# ---- serial_word_tx_flat ----
==> serial_word_tx_flat/density.png <==
11 x 11 tiles, from white (low) to dark blue (high), 0 to 100% covered.
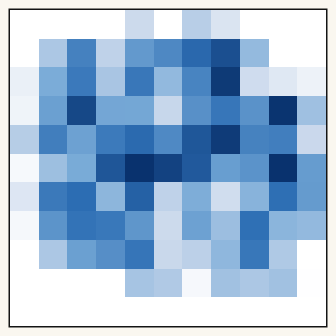
<file path="src/rtl/serial_pkg.sv">
`default_nettype none
// ============================================================================
// Module   : serial_pkg
// Brief    : Shared state encoding and parity-mode constants for the serial
//            word transmitter and its downstream parity detector.
// Revision : 1.0 - initial release
// ============================================================================
package serial_pkg;

    typedef enum logic [1:0] {
        IDLE  = 2'd0,
        SHIFT = 2'd1,
        PAR   = 2'd2
    } state_t;

    localparam bit PAR_EVEN = 1'b0;
    localparam bit PAR_ODD  = 1'b1;

endpackage : serial_pkg
`default_nettype wire

</file>
<file path="src/rtl/serial_word_tx_if.sv">
`default_nettype none
// ============================================================================
// Module   : serial_word_tx_if
// Brief    : Load handshake and serial frame signals of the word transmitter.
// Revision : 1.0 - initial release
// ============================================================================
interface serial_word_tx_if #(
    parameter int WIDTH = 8
);
    logic [WIDTH-1:0] din;
    logic             load;
    logic             ready;
    logic             x;
    logic             x_valid;
    logic             last;
    logic             busy;

    // The word producer is the master; the transmitter is the slave.
    modport master (
        output din, load,
        input  ready, x, x_valid, last, busy
    );

    modport slave (
        input  din, load,
        output ready, x, x_valid, last, busy
    );
endinterface : serial_word_tx_if
`default_nettype wire

</file>
<file path="src/rtl/tx_bit_counter.sv">
`default_nettype none
// ============================================================================
// Module   : tx_bit_counter
// Brief    : Clearable bit counter with a terminal-count flag at WIDTH-1.
// Revision : 1.0 - initial release
// ============================================================================
module tx_bit_counter #(
    parameter int WIDTH = 8,
    parameter int CNT_W = $clog2(WIDTH)
) (
    input  wire logic clk,
    input  wire logic rst,
    input  wire logic i_clr,
    input  wire logic i_inc,
    output logic      o_tc
);
    localparam logic [CNT_W-1:0] c_TC = CNT_W'(WIDTH - 1);

    logic [CNT_W-1:0] r_cnt;

    // Holding at terminal count keeps the counter from wrapping mid-frame.
    always_ff @(posedge clk or posedge rst) begin
        if (rst) begin
            r_cnt <= '0;
        end else if (i_clr) begin
            r_cnt <= '0;
        end else if (i_inc && (r_cnt != c_TC)) begin
            r_cnt <= r_cnt + 1'b1;
        end
    end

    assign o_tc = (r_cnt == c_TC);

endmodule : tx_bit_counter
`default_nettype wire

</file>
<file path="src/rtl/serial_word_tx.sv">
`default_nettype none
// ============================================================================
// Module   : serial_word_tx
// Brief    : Parallel-to-serial MSB-first frame transmitter with optional
//            trailing parity bit and zero-gap back-to-back frames.
// Revision : 1.0 - initial release
// ============================================================================
module serial_word_tx
    import serial_pkg::*;
#(
    parameter int WIDTH     = 8,
    parameter bit PARITY_EN = 1'b1,
    parameter bit ODD       = PAR_EVEN
) (
    input  wire logic        clk,
    input  wire logic        rst,
    serial_word_tx_if.slave  bus
);
    state_t           r_state;
    logic [WIDTH-1:0] r_sh;
    logic             r_acc;

    logic w_tc;
    logic w_last;
    logic w_ready;
    logic w_accept;
    logic w_shift;

    assign w_shift  = (r_state == SHIFT);
    assign w_last   = (w_shift && w_tc && !PARITY_EN) || (r_state == PAR);
    assign w_ready  = (r_state == IDLE) || w_last;
    assign w_accept = bus.load && w_ready;

    tx_bit_counter #(
        .WIDTH (WIDTH)
    ) u_cnt (
        .clk   (clk),
        .rst   (rst),
        .i_clr (w_accept),
        .i_inc (w_shift),
        .o_tc  (w_tc)
    );

    // An accepted load always restarts the frame, even out of the final bit.
    always_ff @(posedge clk or posedge rst) begin
        if (rst) begin
            r_state <= IDLE;
            r_sh    <= '0;
            r_acc   <= 1'b0;
        end else if (w_accept) begin
            r_state <= SHIFT;
            r_sh    <= bus.din;
            r_acc   <= ODD;
        end else begin
            case (r_state)
                SHIFT: begin
                    r_sh  <= {r_sh[WIDTH-2:0], 1'b0};
                    r_acc <= r_acc ^ r_sh[WIDTH-1];
                    if (w_tc) begin
                        r_state <= PARITY_EN ? PAR : IDLE;
                    end
                end
                PAR: begin
                    r_state <= IDLE;
                end
                default: begin
                    r_state <= IDLE;
                end
            endcase
        end
    end

    assign bus.ready   = w_ready;
    assign bus.x_valid = (r_state != IDLE);
    assign bus.busy    = (r_state != IDLE);
    assign bus.last    = w_last;
    assign bus.x       = w_shift ? r_sh[WIDTH-1] :
                         (r_state == PAR) ? r_acc : 1'b0;

endmodule : serial_word_tx
`default_nettype wire

</file>
<file path="src/flat_wrapper.sv">
// flat-port wrapper written by rule: the top's interface ports become plain ports
module serial_word_tx_flat import serial_pkg::*;
#(
    parameter int WIDTH     = 8,
    parameter bit PARITY_EN = 1'b1,
    parameter bit ODD       = PAR_EVEN
)
  (clk, rst, bus_din, bus_load, bus_ready, bus_x, bus_x_valid, bus_last, bus_busy);
  serial_word_tx_if #(.WIDTH(WIDTH)) bus_i ();
  input  wire logic clk;
  input  wire logic rst;
  input wire logic [$bits(bus_i.din)-1:0] bus_din;
  input wire logic [$bits(bus_i.load)-1:0] bus_load;
  output wire logic [$bits(bus_i.ready)-1:0] bus_ready;
  output wire logic [$bits(bus_i.x)-1:0] bus_x;
  output wire logic [$bits(bus_i.x_valid)-1:0] bus_x_valid;
  output wire logic [$bits(bus_i.last)-1:0] bus_last;
  output wire logic [$bits(bus_i.busy)-1:0] bus_busy;
  assign bus_i.din = bus_din;
  assign bus_i.load = bus_load;
  assign bus_ready = bus_i.ready;
  assign bus_x = bus_i.x;
  assign bus_x_valid = bus_i.x_valid;
  assign bus_last = bus_i.last;
  assign bus_busy = bus_i.busy;
  serial_word_tx #(.WIDTH(WIDTH), .PARITY_EN(PARITY_EN), .ODD(ODD)) u_core (.clk(clk), .rst(rst), .bus(bus_i));
endmodule
</file>
<file path="config.mk">
export PLATFORM = sky130hd
export DESIGN_NAME = serial_word_tx_flat
export DESIGN_NICKNAME = d
export VERILOG_FILES = /design/src/rtl/serial_pkg.sv /design/src/rtl/serial_word_tx_if.sv /design/src/rtl/tx_bit_counter.sv /design/src/rtl/serial_word_tx.sv /design/src/flat_wrapper.sv
export SDC_FILE = /design/constraint.sdc
export NUM_CORES = 1
export LEC_CHECK = 0
export ABC_AREA = 1
export CAP_MARGIN = 30
export CORE_MARGIN = 2
export CORE_UTILIZATION = 30
export CTS_CLUSTER_SIZE = 10
export DETAILED_ROUTE_END_ITERATION = 10
export GPL_TIMING_DRIVEN = 1
export PLACE_DENSITY = 0.54
export SYNTH_ARGS = -nofsm -noshare
export SYNTH_HDL_FRONTEND = slang
export SYNTH_SLANG_ARGS = --single-unit
</file>
<file path="constraint.sdc">
create_clock -name clk -period 1.4 [get_ports clk]
set_input_delay 0.42 -clock clk [delete_from_list [all_inputs] [get_ports clk]]
set_output_delay 0.42 -clock clk [all_outputs]
set_load 0.03 [all_outputs]
</file>
==> results.yml <==
# implementation run metrics
status:
  failing_checks: "setup timing"
  outcome: "complete, but fails checks"
flow_run:
  max_cap_viol_count: 0
logic_synthesis:
  ys_async_sr_fraction_pct: 100
  sequential_share_of_the_synthesized_area_pct: 44.7
  synthXorXnorAreaFrac_pct: 0
  ys_ff: 14
  syn_nets: 117
  synth.comb.largest_family: "simple AND/OR/NAND/NOR gates"
worst_setup_path:
  worst_reg_to_reg_setup_slack_ps: 40
  crit_path_max_fanout: 3
  setup_crit_start: "u_core.r_state[0]$_DFFE_PP0P_"
timing:
  max_freq_ghz: 0.642
  setup_viol: 5
  setup_slack_ps: -157
power:
  p_leak_nw: 0.676
  power-per-cell-area_nw_per_um2: 2060
  post_layout_total_power_mw: 2.52
routing:
  drtIter0Drc: 8
  route.antenna.remaining_nets: 0
  dr.max_layer_used: "met4"
grt:
  via_count_of_the_first_global_routing_pass: 675
final_layout:
  layout-drive-gt1-share_pct: 33.6
placed_design:
  placed_cells_incl_taps: 154
clock_network:
  post_cts.resized_instances: 10
About serial_word_tx_flat/density.png:
mean over tiles = 39%
tiles over 75% full = 12%
nearly empty tiles = 24%
densest ninth of the die = middle
Std-Cell Core Area: 2480 sq um
starting utilization of the core area: 31.6%
final core occ: 49.5%

==> sequential cells by signal, summed over array words and instances (netlist names) <==
register / count
u_core.r_acc: 1
u_core.r_state: 2
u_core.r_sh: 8
u_core.u_cnt.r_cnt: 3
==> area by class of cell <==
| cell class | instances | share of cell area, % |
|---|---|---|
| clock buffer | 3 | 1.83 |
| sequential | 14 | 28.5 |
| timing repair buffer | 31 | 26.7 |
| tap | 30 | 3.06 |
| multi-input combinational | 63 | 32.4 |
| inverter | 23 | 7.44 |
==> layer usage <==
metal	track usage, %	up-vias
met4	4.88	0
met3	4.84	2
li1	-	377
met2	21.6	16
met1	16.2	326
met5	0	-
==> layout by cell type, fill, tap and decap left out <==
master	instances
a21oi_1	1
o21ai_2	1
nand3_2	9
nand2_8	2
nand2_4	2
inv_2	3
nand2_1	29
nand3_1	11
clkinv_4	1
clkdlybuf4s50_1	10
nor2_1	2
ha_1	2
clkbuf_4	3
dfrtp_1	14
buf_4	8
nand2_2	2
buf_8	1
o21ai_4	1
buf_12	2
nand4_1	1
buf_6	10
inv_1	19
==> worst max-delay path, cell delays in order (launching register included) <==
cell	delay [ps]
dfrtp_1	420
inv_2	110
nand2_4	70
o21ai_4	120
buf_6	140

# ---- mem_ctrl ----
## config.mk

```make
export PLATFORM = sky130hd
export DESIGN_NAME = mem_ctrl
export DESIGN_NICKNAME = d
export VERILOG_FILES = /design/src/rtl/mem_ctrl_pkg.sv /design/src/rtl/mem_ctrl.sv
export SDC_FILE = /design/constraint.sdc
export NUM_CORES = 1
export LEC_CHECK = 0
export ABC_AREA = 1
export CAP_MARGIN = 20
export CORE_AREA = 2 2 180 164
export DETAILED_ROUTE_END_ITERATION = 16
export DIE_AREA = 0 0 182 166
export MAX_ROUTING_LAYER = met4
export PLACE_DENSITY = 0.8
export SLEW_MARGIN = 25
export SYNTH_ARGS = -nofsm -noshare
export SYNTH_HDL_FRONTEND = slang
export SYNTH_SLANG_ARGS = --single-unit
```

## constraint.sdc

```tcl
create_clock -name clk -period 3.4 [get_ports clk]
set_clock_uncertainty 0.1 [all_clocks]
set_input_delay 0.68 -clock clk [delete_from_list [all_inputs] [get_ports clk]]
set_output_delay 0.68 -clock clk [all_outputs]
set_load 0.005 [all_outputs]
```

## src/rtl/mem_ctrl_pkg.sv

```systemverilog
// rtl/mem_ctrl_pkg.sv - shared constants for the memory-side request responder
package mem_ctrl_pkg;

    localparam logic [1:0]  MEM_SIZE_B       = 2'd0;
    localparam logic [1:0]  MEM_SIZE_H       = 2'd1;
    localparam logic [1:0]  MEM_SIZE_W       = 2'd2;
    localparam logic [31:0] IO_ADDR_BASE_DEF = 32'h0003_0000;

    typedef enum logic [1:0] {
        ST_IDLE  = 2'd0,
        ST_READ  = 2'd1,
        ST_WRITE = 2'd2
    } mem_state_e;

    // Encoding 3 is illegal and is handled as a full word.
    function automatic logic [2:0] size_bytes(input logic [1:0] size);
        case (size)
            MEM_SIZE_B: size_bytes = 3'd1;
            MEM_SIZE_H: size_bytes = 3'd2;
            default:    size_bytes = 3'd4;
        endcase
    endfunction

endpackage

```

## src/rtl/mem_ctrl.sv

```systemverilog
// rtl/mem_ctrl.sv - byte-wide RAM sequencer for fetch and LSB requests
// Optional IO_STALL_EN: store bytes at or above IO_ADDR_BASE wait while io_buffer_full.
module mem_ctrl
    import mem_ctrl_pkg::*;
#(
    parameter int          ADDR_WIDTH   = 32,
    parameter logic [31:0] IO_ADDR_BASE = IO_ADDR_BASE_DEF
) (
    input  logic                  clk,
    input  logic                  rst,
    input  logic                  rdy,
    input  logic                  in_fetcher_ce,
    input  logic [31:0]           in_fetcher_pc,
    output logic                  out_fetcher_ce,
    output logic [31:0]           out_fetcher_instr,
    input  logic                  in_lsb_ce,
    input  logic                  in_lsb_wr,
    input  logic [1:0]            in_lsb_size,
    input  logic [31:0]           in_lsb_addr,
    input  logic [31:0]           in_lsb_data,
    output logic                  out_lsb_ce,
    output logic [31:0]           out_lsb_data,
    input  logic                  in_rob_misbranch,
    input  logic [7:0]            mem_din,
    output logic [7:0]            mem_dout,
    output logic [ADDR_WIDTH-1:0] mem_a,
    output logic                  mem_wr,
    input  logic                  io_buffer_full
);

    mem_state_e            state_q, state_d;
    logic [2:0]            cnt_q, cnt_d;
    logic                  f_pend_q, f_pend_d;
    logic [ADDR_WIDTH-1:0] f_addr_q, f_addr_d;
    logic                  l_pend_q, l_pend_d;
    logic                  l_wr_q, l_wr_d;
    logic [1:0]            l_size_q, l_size_d;
    logic [ADDR_WIDTH-1:0] l_addr_q, l_addr_d;
    logic [31:0]           l_data_q, l_data_d;
    logic [ADDR_WIDTH-1:0] cur_addr_q, cur_addr_d;
    logic [31:0]           cur_data_q, cur_data_d;
    logic [2:0]            cur_n_q, cur_n_d;
    logic                  cur_fetch_q, cur_fetch_d;
    logic [31:0]           rbuf_q, rbuf_d;
    logic [ADDR_WIDTH-1:0] mem_a_q, mem_a_d;
    logic [7:0]            mem_dout_q, mem_dout_d;
    logic                  mem_wr_q, mem_wr_d;
    logic                  out_f_ce_q, out_f_ce_d;
    logic [31:0]           out_f_instr_q, out_f_instr_d;
    logic                  out_l_ce_q, out_l_ce_d;
    logic [31:0]           out_l_data_q, out_l_data_d;

    logic [ADDR_WIDTH-1:0] stall_a;
    logic                  io_stall;

    // Address of the next store byte: byte 0 of the pending store in IDLE, else the in-flight one.
    assign stall_a = (state_q == ST_IDLE) ? l_addr_q : cur_addr_q + ADDR_WIDTH'(cnt_q);

`ifdef IO_STALL_EN
    assign io_stall = io_buffer_full && (stall_a >= ADDR_WIDTH'(IO_ADDR_BASE));
`else
    logic unused_io;
    assign unused_io = &{1'b0, io_buffer_full, IO_ADDR_BASE[0], stall_a[0]};
    assign io_stall  = 1'b0;
`endif

    always_comb begin
        state_d       = state_q;
        cnt_d         = cnt_q;
        f_pend_d      = f_pend_q;
        f_addr_d      = f_addr_q;
        l_pend_d      = l_pend_q;
        l_wr_d        = l_wr_q;
        l_size_d      = l_size_q;
        l_addr_d      = l_addr_q;
        l_data_d      = l_data_q;
        cur_addr_d    = cur_addr_q;
        cur_data_d    = cur_data_q;
        cur_n_d       = cur_n_q;
        cur_fetch_d   = cur_fetch_q;
        rbuf_d        = rbuf_q;
        mem_a_d       = mem_a_q;
        mem_dout_d    = mem_dout_q;
        mem_wr_d      = mem_wr_q;
        out_f_ce_d    = 1'b0;
        out_f_instr_d = out_f_instr_q;
        out_l_ce_d    = 1'b0;
        out_l_data_d  = out_l_data_q;

        case (state_q)
            ST_IDLE: begin
                if (l_pend_q && (l_wr_q || !in_rob_misbranch)) begin
                    l_pend_d    = 1'b0;
                    cur_addr_d  = l_addr_q;
                    cur_data_d  = l_data_q;
                    cur_n_d     = size_bytes(l_size_q);
                    cur_fetch_d = 1'b0;
                    mem_a_d     = l_addr_q;
                    cnt_d       = 3'd0;
                    rbuf_d      = '0;
                    if (l_wr_q) begin
                        state_d = ST_WRITE;
                        if (!io_stall) begin
                            mem_wr_d   = 1'b1;
                            mem_dout_d = l_data_q[7:0];
                            cnt_d      = 3'd1;
                        end
                    end else begin
                        state_d = ST_READ;
                    end
                end else if (f_pend_q && !in_rob_misbranch) begin
                    f_pend_d    = 1'b0;
                    cur_addr_d  = f_addr_q;
                    cur_n_d     = 3'd4;
                    cur_fetch_d = 1'b1;
                    mem_a_d     = f_addr_q;
                    cnt_d       = 3'd0;
                    rbuf_d      = '0;
                    state_d     = ST_READ;
                end
            end
            ST_READ: begin
                if (in_rob_misbranch) begin
                    state_d = ST_IDLE;
                end else if (cnt_q == cur_n_q) begin
                    state_d = ST_IDLE;
                    if (cur_fetch_q) begin
                        out_f_ce_d    = 1'b1;
                        out_f_instr_d = rbuf_q;
                    end else begin
                        out_l_ce_d   = 1'b1;
                        out_l_data_d = rbuf_q;
                    end
                end else begin
                    rbuf_d[{cnt_q[1:0], 3'b000} +: 8] = mem_din;
                    cnt_d = cnt_q + 3'd1;
                    if ((cnt_q + 3'd1) < cur_n_q)
                        mem_a_d = cur_addr_q + ADDR_WIDTH'(cnt_q + 3'd1);
                end
            end
            ST_WRITE: begin
                if (cnt_q == cur_n_q) begin
                    state_d      = ST_IDLE;
                    mem_wr_d     = 1'b0;
                    out_l_ce_d   = 1'b1;
                    out_l_data_d = '0;
                end else if (io_stall) begin
                    mem_wr_d = 1'b0;
                end else begin
                    mem_wr_d   = 1'b1;
                    mem_a_d    = stall_a;
                    mem_dout_d = cur_data_q[{cnt_q[1:0], 3'b000} +: 8];
                    cnt_d      = cnt_q + 3'd1;
                end
            end
            default: state_d = ST_IDLE;
        endcase

        // Request capture runs after the start logic so a pulse on the start edge stays pending.
        if (in_rob_misbranch) begin
            f_pend_d = 1'b0;
            if (!l_wr_q)
                l_pend_d = 1'b0;
        end
        if (in_fetcher_ce && !in_rob_misbranch) begin
            f_pend_d = 1'b1;
            f_addr_d = ADDR_WIDTH'(in_fetcher_pc);
        end
        if (in_lsb_ce && (in_lsb_wr || !in_rob_misbranch)) begin
            l_pend_d = 1'b1;
            l_wr_d   = in_lsb_wr;
            l_size_d = in_lsb_size;
            l_addr_d = ADDR_WIDTH'(in_lsb_addr);
            l_data_d = in_lsb_data;
        end
    end

    always_ff @(posedge clk or negedge rst) begin
        if (!rst) begin
            state_q       <= ST_IDLE;
            cnt_q         <= '0;
            f_pend_q      <= 1'b0;
            f_addr_q      <= '0;
            l_pend_q      <= 1'b0;
            l_wr_q        <= 1'b0;
            l_size_q      <= '0;
            l_addr_q      <= '0;
            l_data_q      <= '0;
            cur_addr_q    <= '0;
            cur_data_q    <= '0;
            cur_n_q       <= '0;
            cur_fetch_q   <= 1'b0;
            rbuf_q        <= '0;
            mem_a_q       <= '0;
            mem_dout_q    <= '0;
            mem_wr_q      <= 1'b0;
            out_f_ce_q    <= 1'b0;
            out_f_instr_q <= '0;
            out_l_ce_q    <= 1'b0;
            out_l_data_q  <= '0;
        end else if (rdy) begin
            state_q       <= state_d;
            cnt_q         <= cnt_d;
            f_pend_q      <= f_pend_d;
            f_addr_q      <= f_addr_d;
            l_pend_q      <= l_pend_d;
            l_wr_q        <= l_wr_d;
            l_size_q      <= l_size_d;
            l_addr_q      <= l_addr_d;
            l_data_q      <= l_data_d;
            cur_addr_q    <= cur_addr_d;
            cur_data_q    <= cur_data_d;
            cur_n_q       <= cur_n_d;
            cur_fetch_q   <= cur_fetch_d;
            rbuf_q        <= rbuf_d;
            mem_a_q       <= mem_a_d;
            mem_dout_q    <= mem_dout_d;
            mem_wr_q      <= mem_wr_d;
            out_f_ce_q    <= out_f_ce_d;
            out_f_instr_q <= out_f_instr_d;
            out_l_ce_q    <= out_l_ce_d;
            out_l_data_q  <= out_l_data_d;
        end
    end

    assign out_fetcher_ce    = out_f_ce_q;
    assign out_fetcher_instr = out_f_instr_q;
    assign out_lsb_ce        = out_l_ce_q;
    assign out_lsb_data      = out_l_data_q;
    assign mem_a             = mem_a_q;
    assign mem_dout          = mem_dout_q;
    assign mem_wr            = mem_wr_q;

endmodule

```

==> results.yml <==
# implementation run metrics
status:
  outcome: "completed"
timing:
  final.min_clock_period_ps: 3000
  finalHoldViolations: 0
logic_synthesis:
  synth.most_common_cell: "nand2_1"
  syn-cell-area_sq_um: 15400
  ys_async_sr_fraction_pct: 100
routing:
  detailroute.wirelength.met3_um: 3070
  drcViolationCount: 0
  met2_wirelength_um: 17800
  route.antenna.remaining_nets: 0
grt:
  globalRouteOverflowTotal: 0
  antenna_found_initial: 0
  grt_first_pass_wirelength_um: 65700
worst_setup_path:
  worst_r2r_startpoint: "cnt_q[1]$_DFFE_PN0P_"
  endpoint_of_the_worst_register_to_register_path: "mem_a[19]$_DFFE_PN0P_"
  cpLargestDelayFamily: "adder cells"
final_layout:
  num_antenna_cells: 0
  top_area_cell_class: "registers"
## power by group
group / leakage [nW] / internal, mW / switching [mW]
registers: 3.93 / 4.66 / 0.768
clock network: 0.573 / 2.31 / 1.50
logic: 4.20 / 2.06 / 3.54
total: 8.71 / 9.02 / 5.81
## per-stage QoR
| step | setup slack, ps | total power [mW] | instances | cell area (sq um) | util, % |
|---|---|---|---|---|---|
| 2_1_floorplan | 725 | 8.90 | 1782 | 15400 | - |
| 3_3_place_gp | 469 | 10.8 | 2305 | 17900 | 62.7 |
| 6_report | 402 | 14.8 | 2367 | 19000 | 66.8 |
| 3_5_place_dp | 379 | 11.0 | 2305 | 17900 | 62.7 |
| 5_1_grt | 219 | 15.8 | 2367 | 19000 | 66.8 |
| 4_1_cts | 432 | 14.8 | 2367 | 19000 | 66.8 |
## kinds of logic (layout without fill, tap and decap cells)
group | Yosys count | in the layout
xor+xnor | 2 | 2
fa+ha+maj | 19 | 19
simple gates | 871 | 871
mux | 106 | 106
buf+inv | 206 | 425
flops | 313 | 313
compound gates | 265 | 265
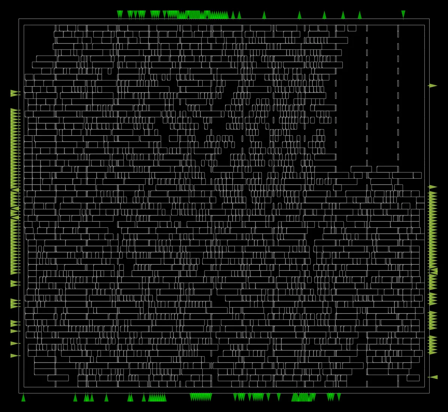
(mem_ctrl/final_placement.png)
tap cell count: 366
Std-Cell Core Area: 28500 sq um

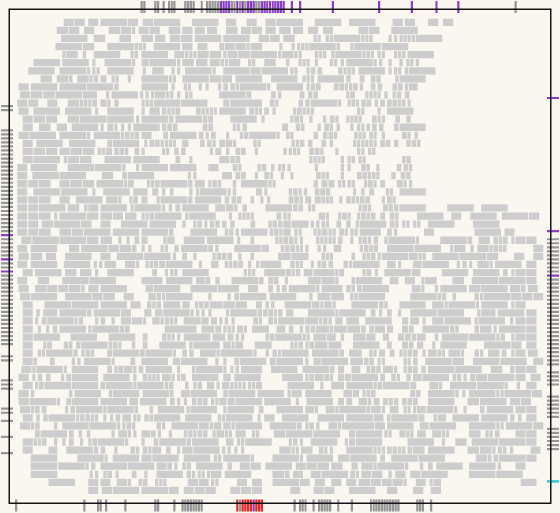
(mem_ctrl/pins.png)
Pins as bars across the die edge, other pins in gray.
mem_dout -> red  # pins 8, direction output, edge bottom
rst -> cyan  # pins 1, direction input, edge right
mem_a -> purple  # pins 32, direction output, edge 25 top, 3 right, 3 left, 1 bottom
all pins by edge = 66 left, 54 bottom, 51 right, 50 top
die extent in x: 182 um
y dimension of the die: 166 um


# ---- hazard_ctrl ----
==> hazard_ctrl/met3.png <==
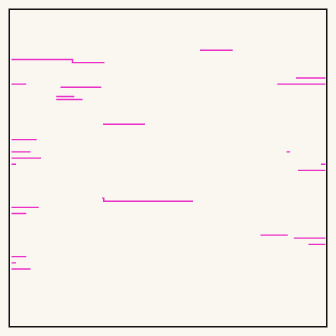
==> hazard_ctrl/pins.png <==
Pins as bars across the die edge, other pins in gray.
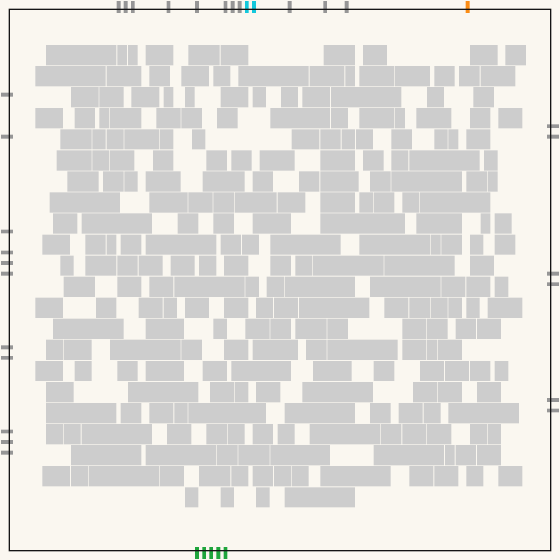
[src/rtl/hazard_ctrl.sv]
// Pipeline hazard controller: stall decision, ID/E forwarding selects, mult/div busy sequencing.
// Outputs are combinational from the E/M/W records and ID inputs; records and md counter update on rising clk.
module hazard_ctrl #(
    parameter int MULT_LAT = 5,
    parameter int DIV_LAT  = 10
) (
    input  logic       clk,
    input  logic       rst,
    input  logic [4:0] id_rs,
    input  logic [4:0] id_rt,
    input  logic [1:0] id_tuse_rs,
    input  logic [1:0] id_tuse_rt,
    input  logic [4:0] id_wa,
    input  logic [1:0] id_tnew,
    input  logic       id_md_start,
    input  logic       id_md_div,
    input  logic       id_md_use,
    output logic       stall,
    output logic [1:0] fwd_rs_d,
    output logic [1:0] fwd_rt_d,
    output logic [1:0] fwd_rs_e,
    output logic [1:0] fwd_rt_e,
    output logic       md_busy
);

    localparam int MAX_LAT = (MULT_LAT > DIV_LAT) ? MULT_LAT : DIV_LAT;
    localparam int CNT_W   = $clog2(MAX_LAT + 1);
    localparam logic [CNT_W-1:0] MULT_LD = CNT_W'(MULT_LAT);
    localparam logic [CNT_W-1:0] DIV_LD  = CNT_W'(DIV_LAT);

    localparam logic [1:0] TUSE_NONE = 2'd3;
    localparam logic [1:0] FWD_SRC   = 2'd0;
    localparam logic [1:0] FWD_M     = 2'd1;
    localparam logic [1:0] FWD_E_D   = 2'd2;
    localparam logic [1:0] FWD_W_E   = 2'd2;

    logic [4:0]       e_wa_q, e_wa_d;
    logic [1:0]       e_tnew_q, e_tnew_d;
    logic [4:0]       e_rs_q, e_rs_d;
    logic [4:0]       e_rt_q, e_rt_d;
    logic [4:0]       m_wa_q, m_wa_d;
    logic [1:0]       m_tnew_q, m_tnew_d;
    logic [4:0]       w_wa_q, w_wa_d;
    logic [CNT_W-1:0] md_cnt_q, md_cnt_d;

    function automatic logic src_hazard(
        input logic [4:0] s, input logic [1:0] tuse,
        input logic [4:0] ewa, input logic [1:0] etnew,
        input logic [4:0] mwa, input logic [1:0] mtnew
    );
        logic hit;
        hit = 1'b0;
        if (tuse != TUSE_NONE && s != 5'd0) begin
            hit = (ewa == s && etnew > tuse) || (mwa == s && mtnew > tuse);
        end
        return hit;
    endfunction

    // ID-stage forwarding only sees results already computed; W reaches ID via GRF write-through.
    function automatic logic [1:0] fwd_id(
        input logic [4:0] s,
        input logic [4:0] ewa, input logic [1:0] etnew,
        input logic [4:0] mwa, input logic [1:0] mtnew
    );
        logic [1:0] sel;
        sel = FWD_SRC;
        if (s != 5'd0 && ewa == s && etnew == 2'd0) begin
            sel = FWD_E_D;
        end else if (s != 5'd0 && mwa == s && mtnew == 2'd0) begin
            sel = FWD_M;
        end
        return sel;
    endfunction

    function automatic logic [1:0] fwd_ex(
        input logic [4:0] s,
        input logic [4:0] mwa, input logic [1:0] mtnew,
        input logic [4:0] wwa
    );
        logic [1:0] sel;
        sel = FWD_SRC;
        if (s != 5'd0 && mwa == s && mtnew == 2'd0) begin
            sel = FWD_M;
        end else if (s != 5'd0 && wwa == s) begin
            sel = FWD_W_E;
        end
        return sel;
    endfunction

    always_comb begin
        md_busy  = (md_cnt_q != '0);
        stall    = src_hazard(id_rs, id_tuse_rs, e_wa_q, e_tnew_q, m_wa_q, m_tnew_q)
                 | src_hazard(id_rt, id_tuse_rt, e_wa_q, e_tnew_q, m_wa_q, m_tnew_q)
                 | ((id_md_use | id_md_start) & md_busy);
        fwd_rs_d = fwd_id(id_rs, e_wa_q, e_tnew_q, m_wa_q, m_tnew_q);
        fwd_rt_d = fwd_id(id_rt, e_wa_q, e_tnew_q, m_wa_q, m_tnew_q);
        fwd_rs_e = fwd_ex(e_rs_q, m_wa_q, m_tnew_q, w_wa_q);
        fwd_rt_e = fwd_ex(e_rt_q, m_wa_q, m_tnew_q, w_wa_q);
    end

    // A stalled ID instruction becomes an all-zero bubble so it is recorded only once it leaves ID.
    always_comb begin
        e_wa_d   = stall ? 5'd0 : id_wa;
        e_tnew_d = stall ? 2'd0 : id_tnew;
        e_rs_d   = stall ? 5'd0 : id_rs;
        e_rt_d   = stall ? 5'd0 : id_rt;
        m_wa_d   = e_wa_q;
        m_tnew_d = (e_tnew_q != 2'd0) ? e_tnew_q - 2'd1 : 2'd0;
        w_wa_d   = m_wa_q;
        md_cnt_d = md_cnt_q;
        if (!stall && id_md_start) begin
            md_cnt_d = id_md_div ? DIV_LD : MULT_LD;
        end else if (md_cnt_q != '0) begin
            md_cnt_d = md_cnt_q - 1'b1;
        end
    end

    always_ff @(posedge clk or negedge rst) begin
        if (!rst) begin
            e_wa_q   <= '0;
            e_tnew_q <= '0;
            e_rs_q   <= '0;
            e_rt_q   <= '0;
            m_wa_q   <= '0;
            m_tnew_q <= '0;
            w_wa_q   <= '0;
            md_cnt_q <= '0;
        end else begin
            e_wa_q   <= e_wa_d;
            e_tnew_q <= e_tnew_d;
            e_rs_q   <= e_rs_d;
            e_rt_q   <= e_rt_d;
            m_wa_q   <= m_wa_d;
            m_tnew_q <= m_tnew_d;
            w_wa_q   <= w_wa_d;
            md_cnt_q <= md_cnt_d;
        end
    end

endmodule

[config.mk]
export PLATFORM = sky130hd
export DESIGN_NAME = hazard_ctrl
export DESIGN_NICKNAME = d
export VERILOG_FILES = /design/src/rtl/hazard_ctrl.sv
export SDC_FILE = /design/constraint.sdc
export NUM_CORES = 1
export LEC_CHECK = 0
export CAP_MARGIN = 20
export CORE_MARGIN = 3
export CORE_UTILIZATION = 46
export DETAILED_ROUTE_END_ITERATION = 6
export PLACE_DENSITY_LB_ADDON = 0.05
export SYNTH_ARGS = -nofsm -noshare
export SYNTH_HDL_FRONTEND = slang
export SYNTH_SLANG_ARGS = --single-unit
[constraint.sdc]
create_clock -name clk -period 2.5 [get_ports clk]
set_input_delay 0.5 -clock clk [delete_from_list [all_inputs] [get_ports clk]]
set_output_delay 0.5 -clock clk [all_outputs]
set_load 0.02 [all_outputs]
==> results.yml <==
# implementation run metrics
routing:
  count_of_vias_placed_by_the_detailed_router: 1516
  detail_route.wirelength_um: 4500
timing:
  setup_slack_ps: -182
  final.min_clock_period_ps: 2680
  setup_viol: 2
clock_network:
  clkLatencyLatePin_ps: 280
status:
  outcome: "complete, but fails checks"
  failing_checks: "setup timing"
worst_setup_path:
  cpLargestDelayFamily: "simple AND/OR/NAND/NOR gates"
  critPathLaunchType: "input pin"
  cp_slowest_cell: "nor4_2"
  worst-path-buf-inv: 4
final_layout:
  layout.cells.non_filler: 300
logic_synthesis:
  netlist.area_leader.share_pct: 44.2
die:
  placement_rows: 22
Notes on hazard_ctrl/met3.png above:
wire length on this layer = 150 um
main direction = horizontal

Notes on hazard_ctrl/pins.png above:
id_rs -> green  # pins 5, direction input, edge bottom
fwd_rt_d -> cyan  # pins 2, direction output, edge top
rst -> orange  # pins 1, direction input, edge top
all pins by edge = 14 top, 11 left, 6 right, 5 bottom
total of buffers placed on input and output ports: 35
y dimension of the die: 69.7 um
die extent in x: 69.7 um

-- layer usage --
metal	global-route usage (%)	up-vias	share of wire, %
met5	0	-	0
met4	5.11	0	0.69
met3	4.64	4	3.3
met2	33.8	29	53
met1	24.5	728	43
li1	-	755	-
-- power by group through the flow --
stage	Combinational, mW	Sequential, mW	Clock, mW
2_1_floorplan	0.540	0.753	0
3_3_place_gp	0.867	0.763	0
3_5_place_dp	0.902	0.770	0
4_1_cts	0.922	0.763	0.531
5_1_grt	1.04	0.781	0.558
6_report	0.943	0.765	0.521
-- worst max-delay path by stage --
stage | startpoint | endpoint | slack [ps] | cells past startpoint
3_3_place_gp | id_rt[1] | stall | -980 | 8
5_1_grt | id_rt[4] | stall | -290 | 8
4_1_cts | id_rs[4] | stall | -160 | 8
2_1_floorplan | id_rs[1] | stall | 3 | 7
6_report | id_tuse_rs[1] | stall | -180 | 10
3_5_place_dp | id_rt[1] | stall | -960 | 8
-- sequential cells by signal, indices dropped and copies added, names as in the netlist --
register / cells
e_tnew_q: 2
m_tnew_q: 2
e_rs_q: 5
e_rt_q: 5
m_wa_q: 5
md_cnt_q: 4
e_wa_q: 5
w_wa_q: 5


## Gallery

Clock network drawn from the DEF.
image #1
Scale bar: 20 um.
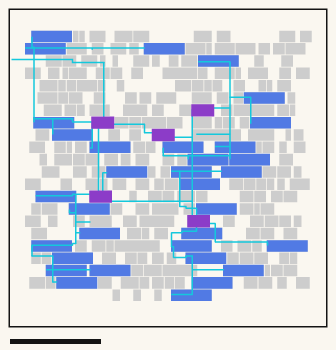
image #2
Scale bar: 50 um.
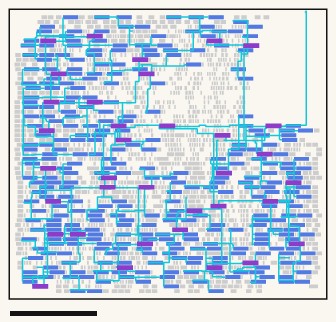
image #3
Scale bar: 20 um.
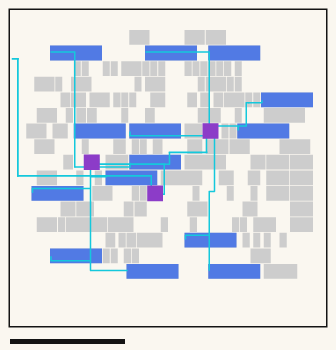
Of these, most sequential cells: image #2
- image #3 = serial_word_tx_flat
- image #2 = mem_ctrl
- image #1 = hazard_ctrl

Power figures rest on the tool's default switching activity, not on a simulated workload.
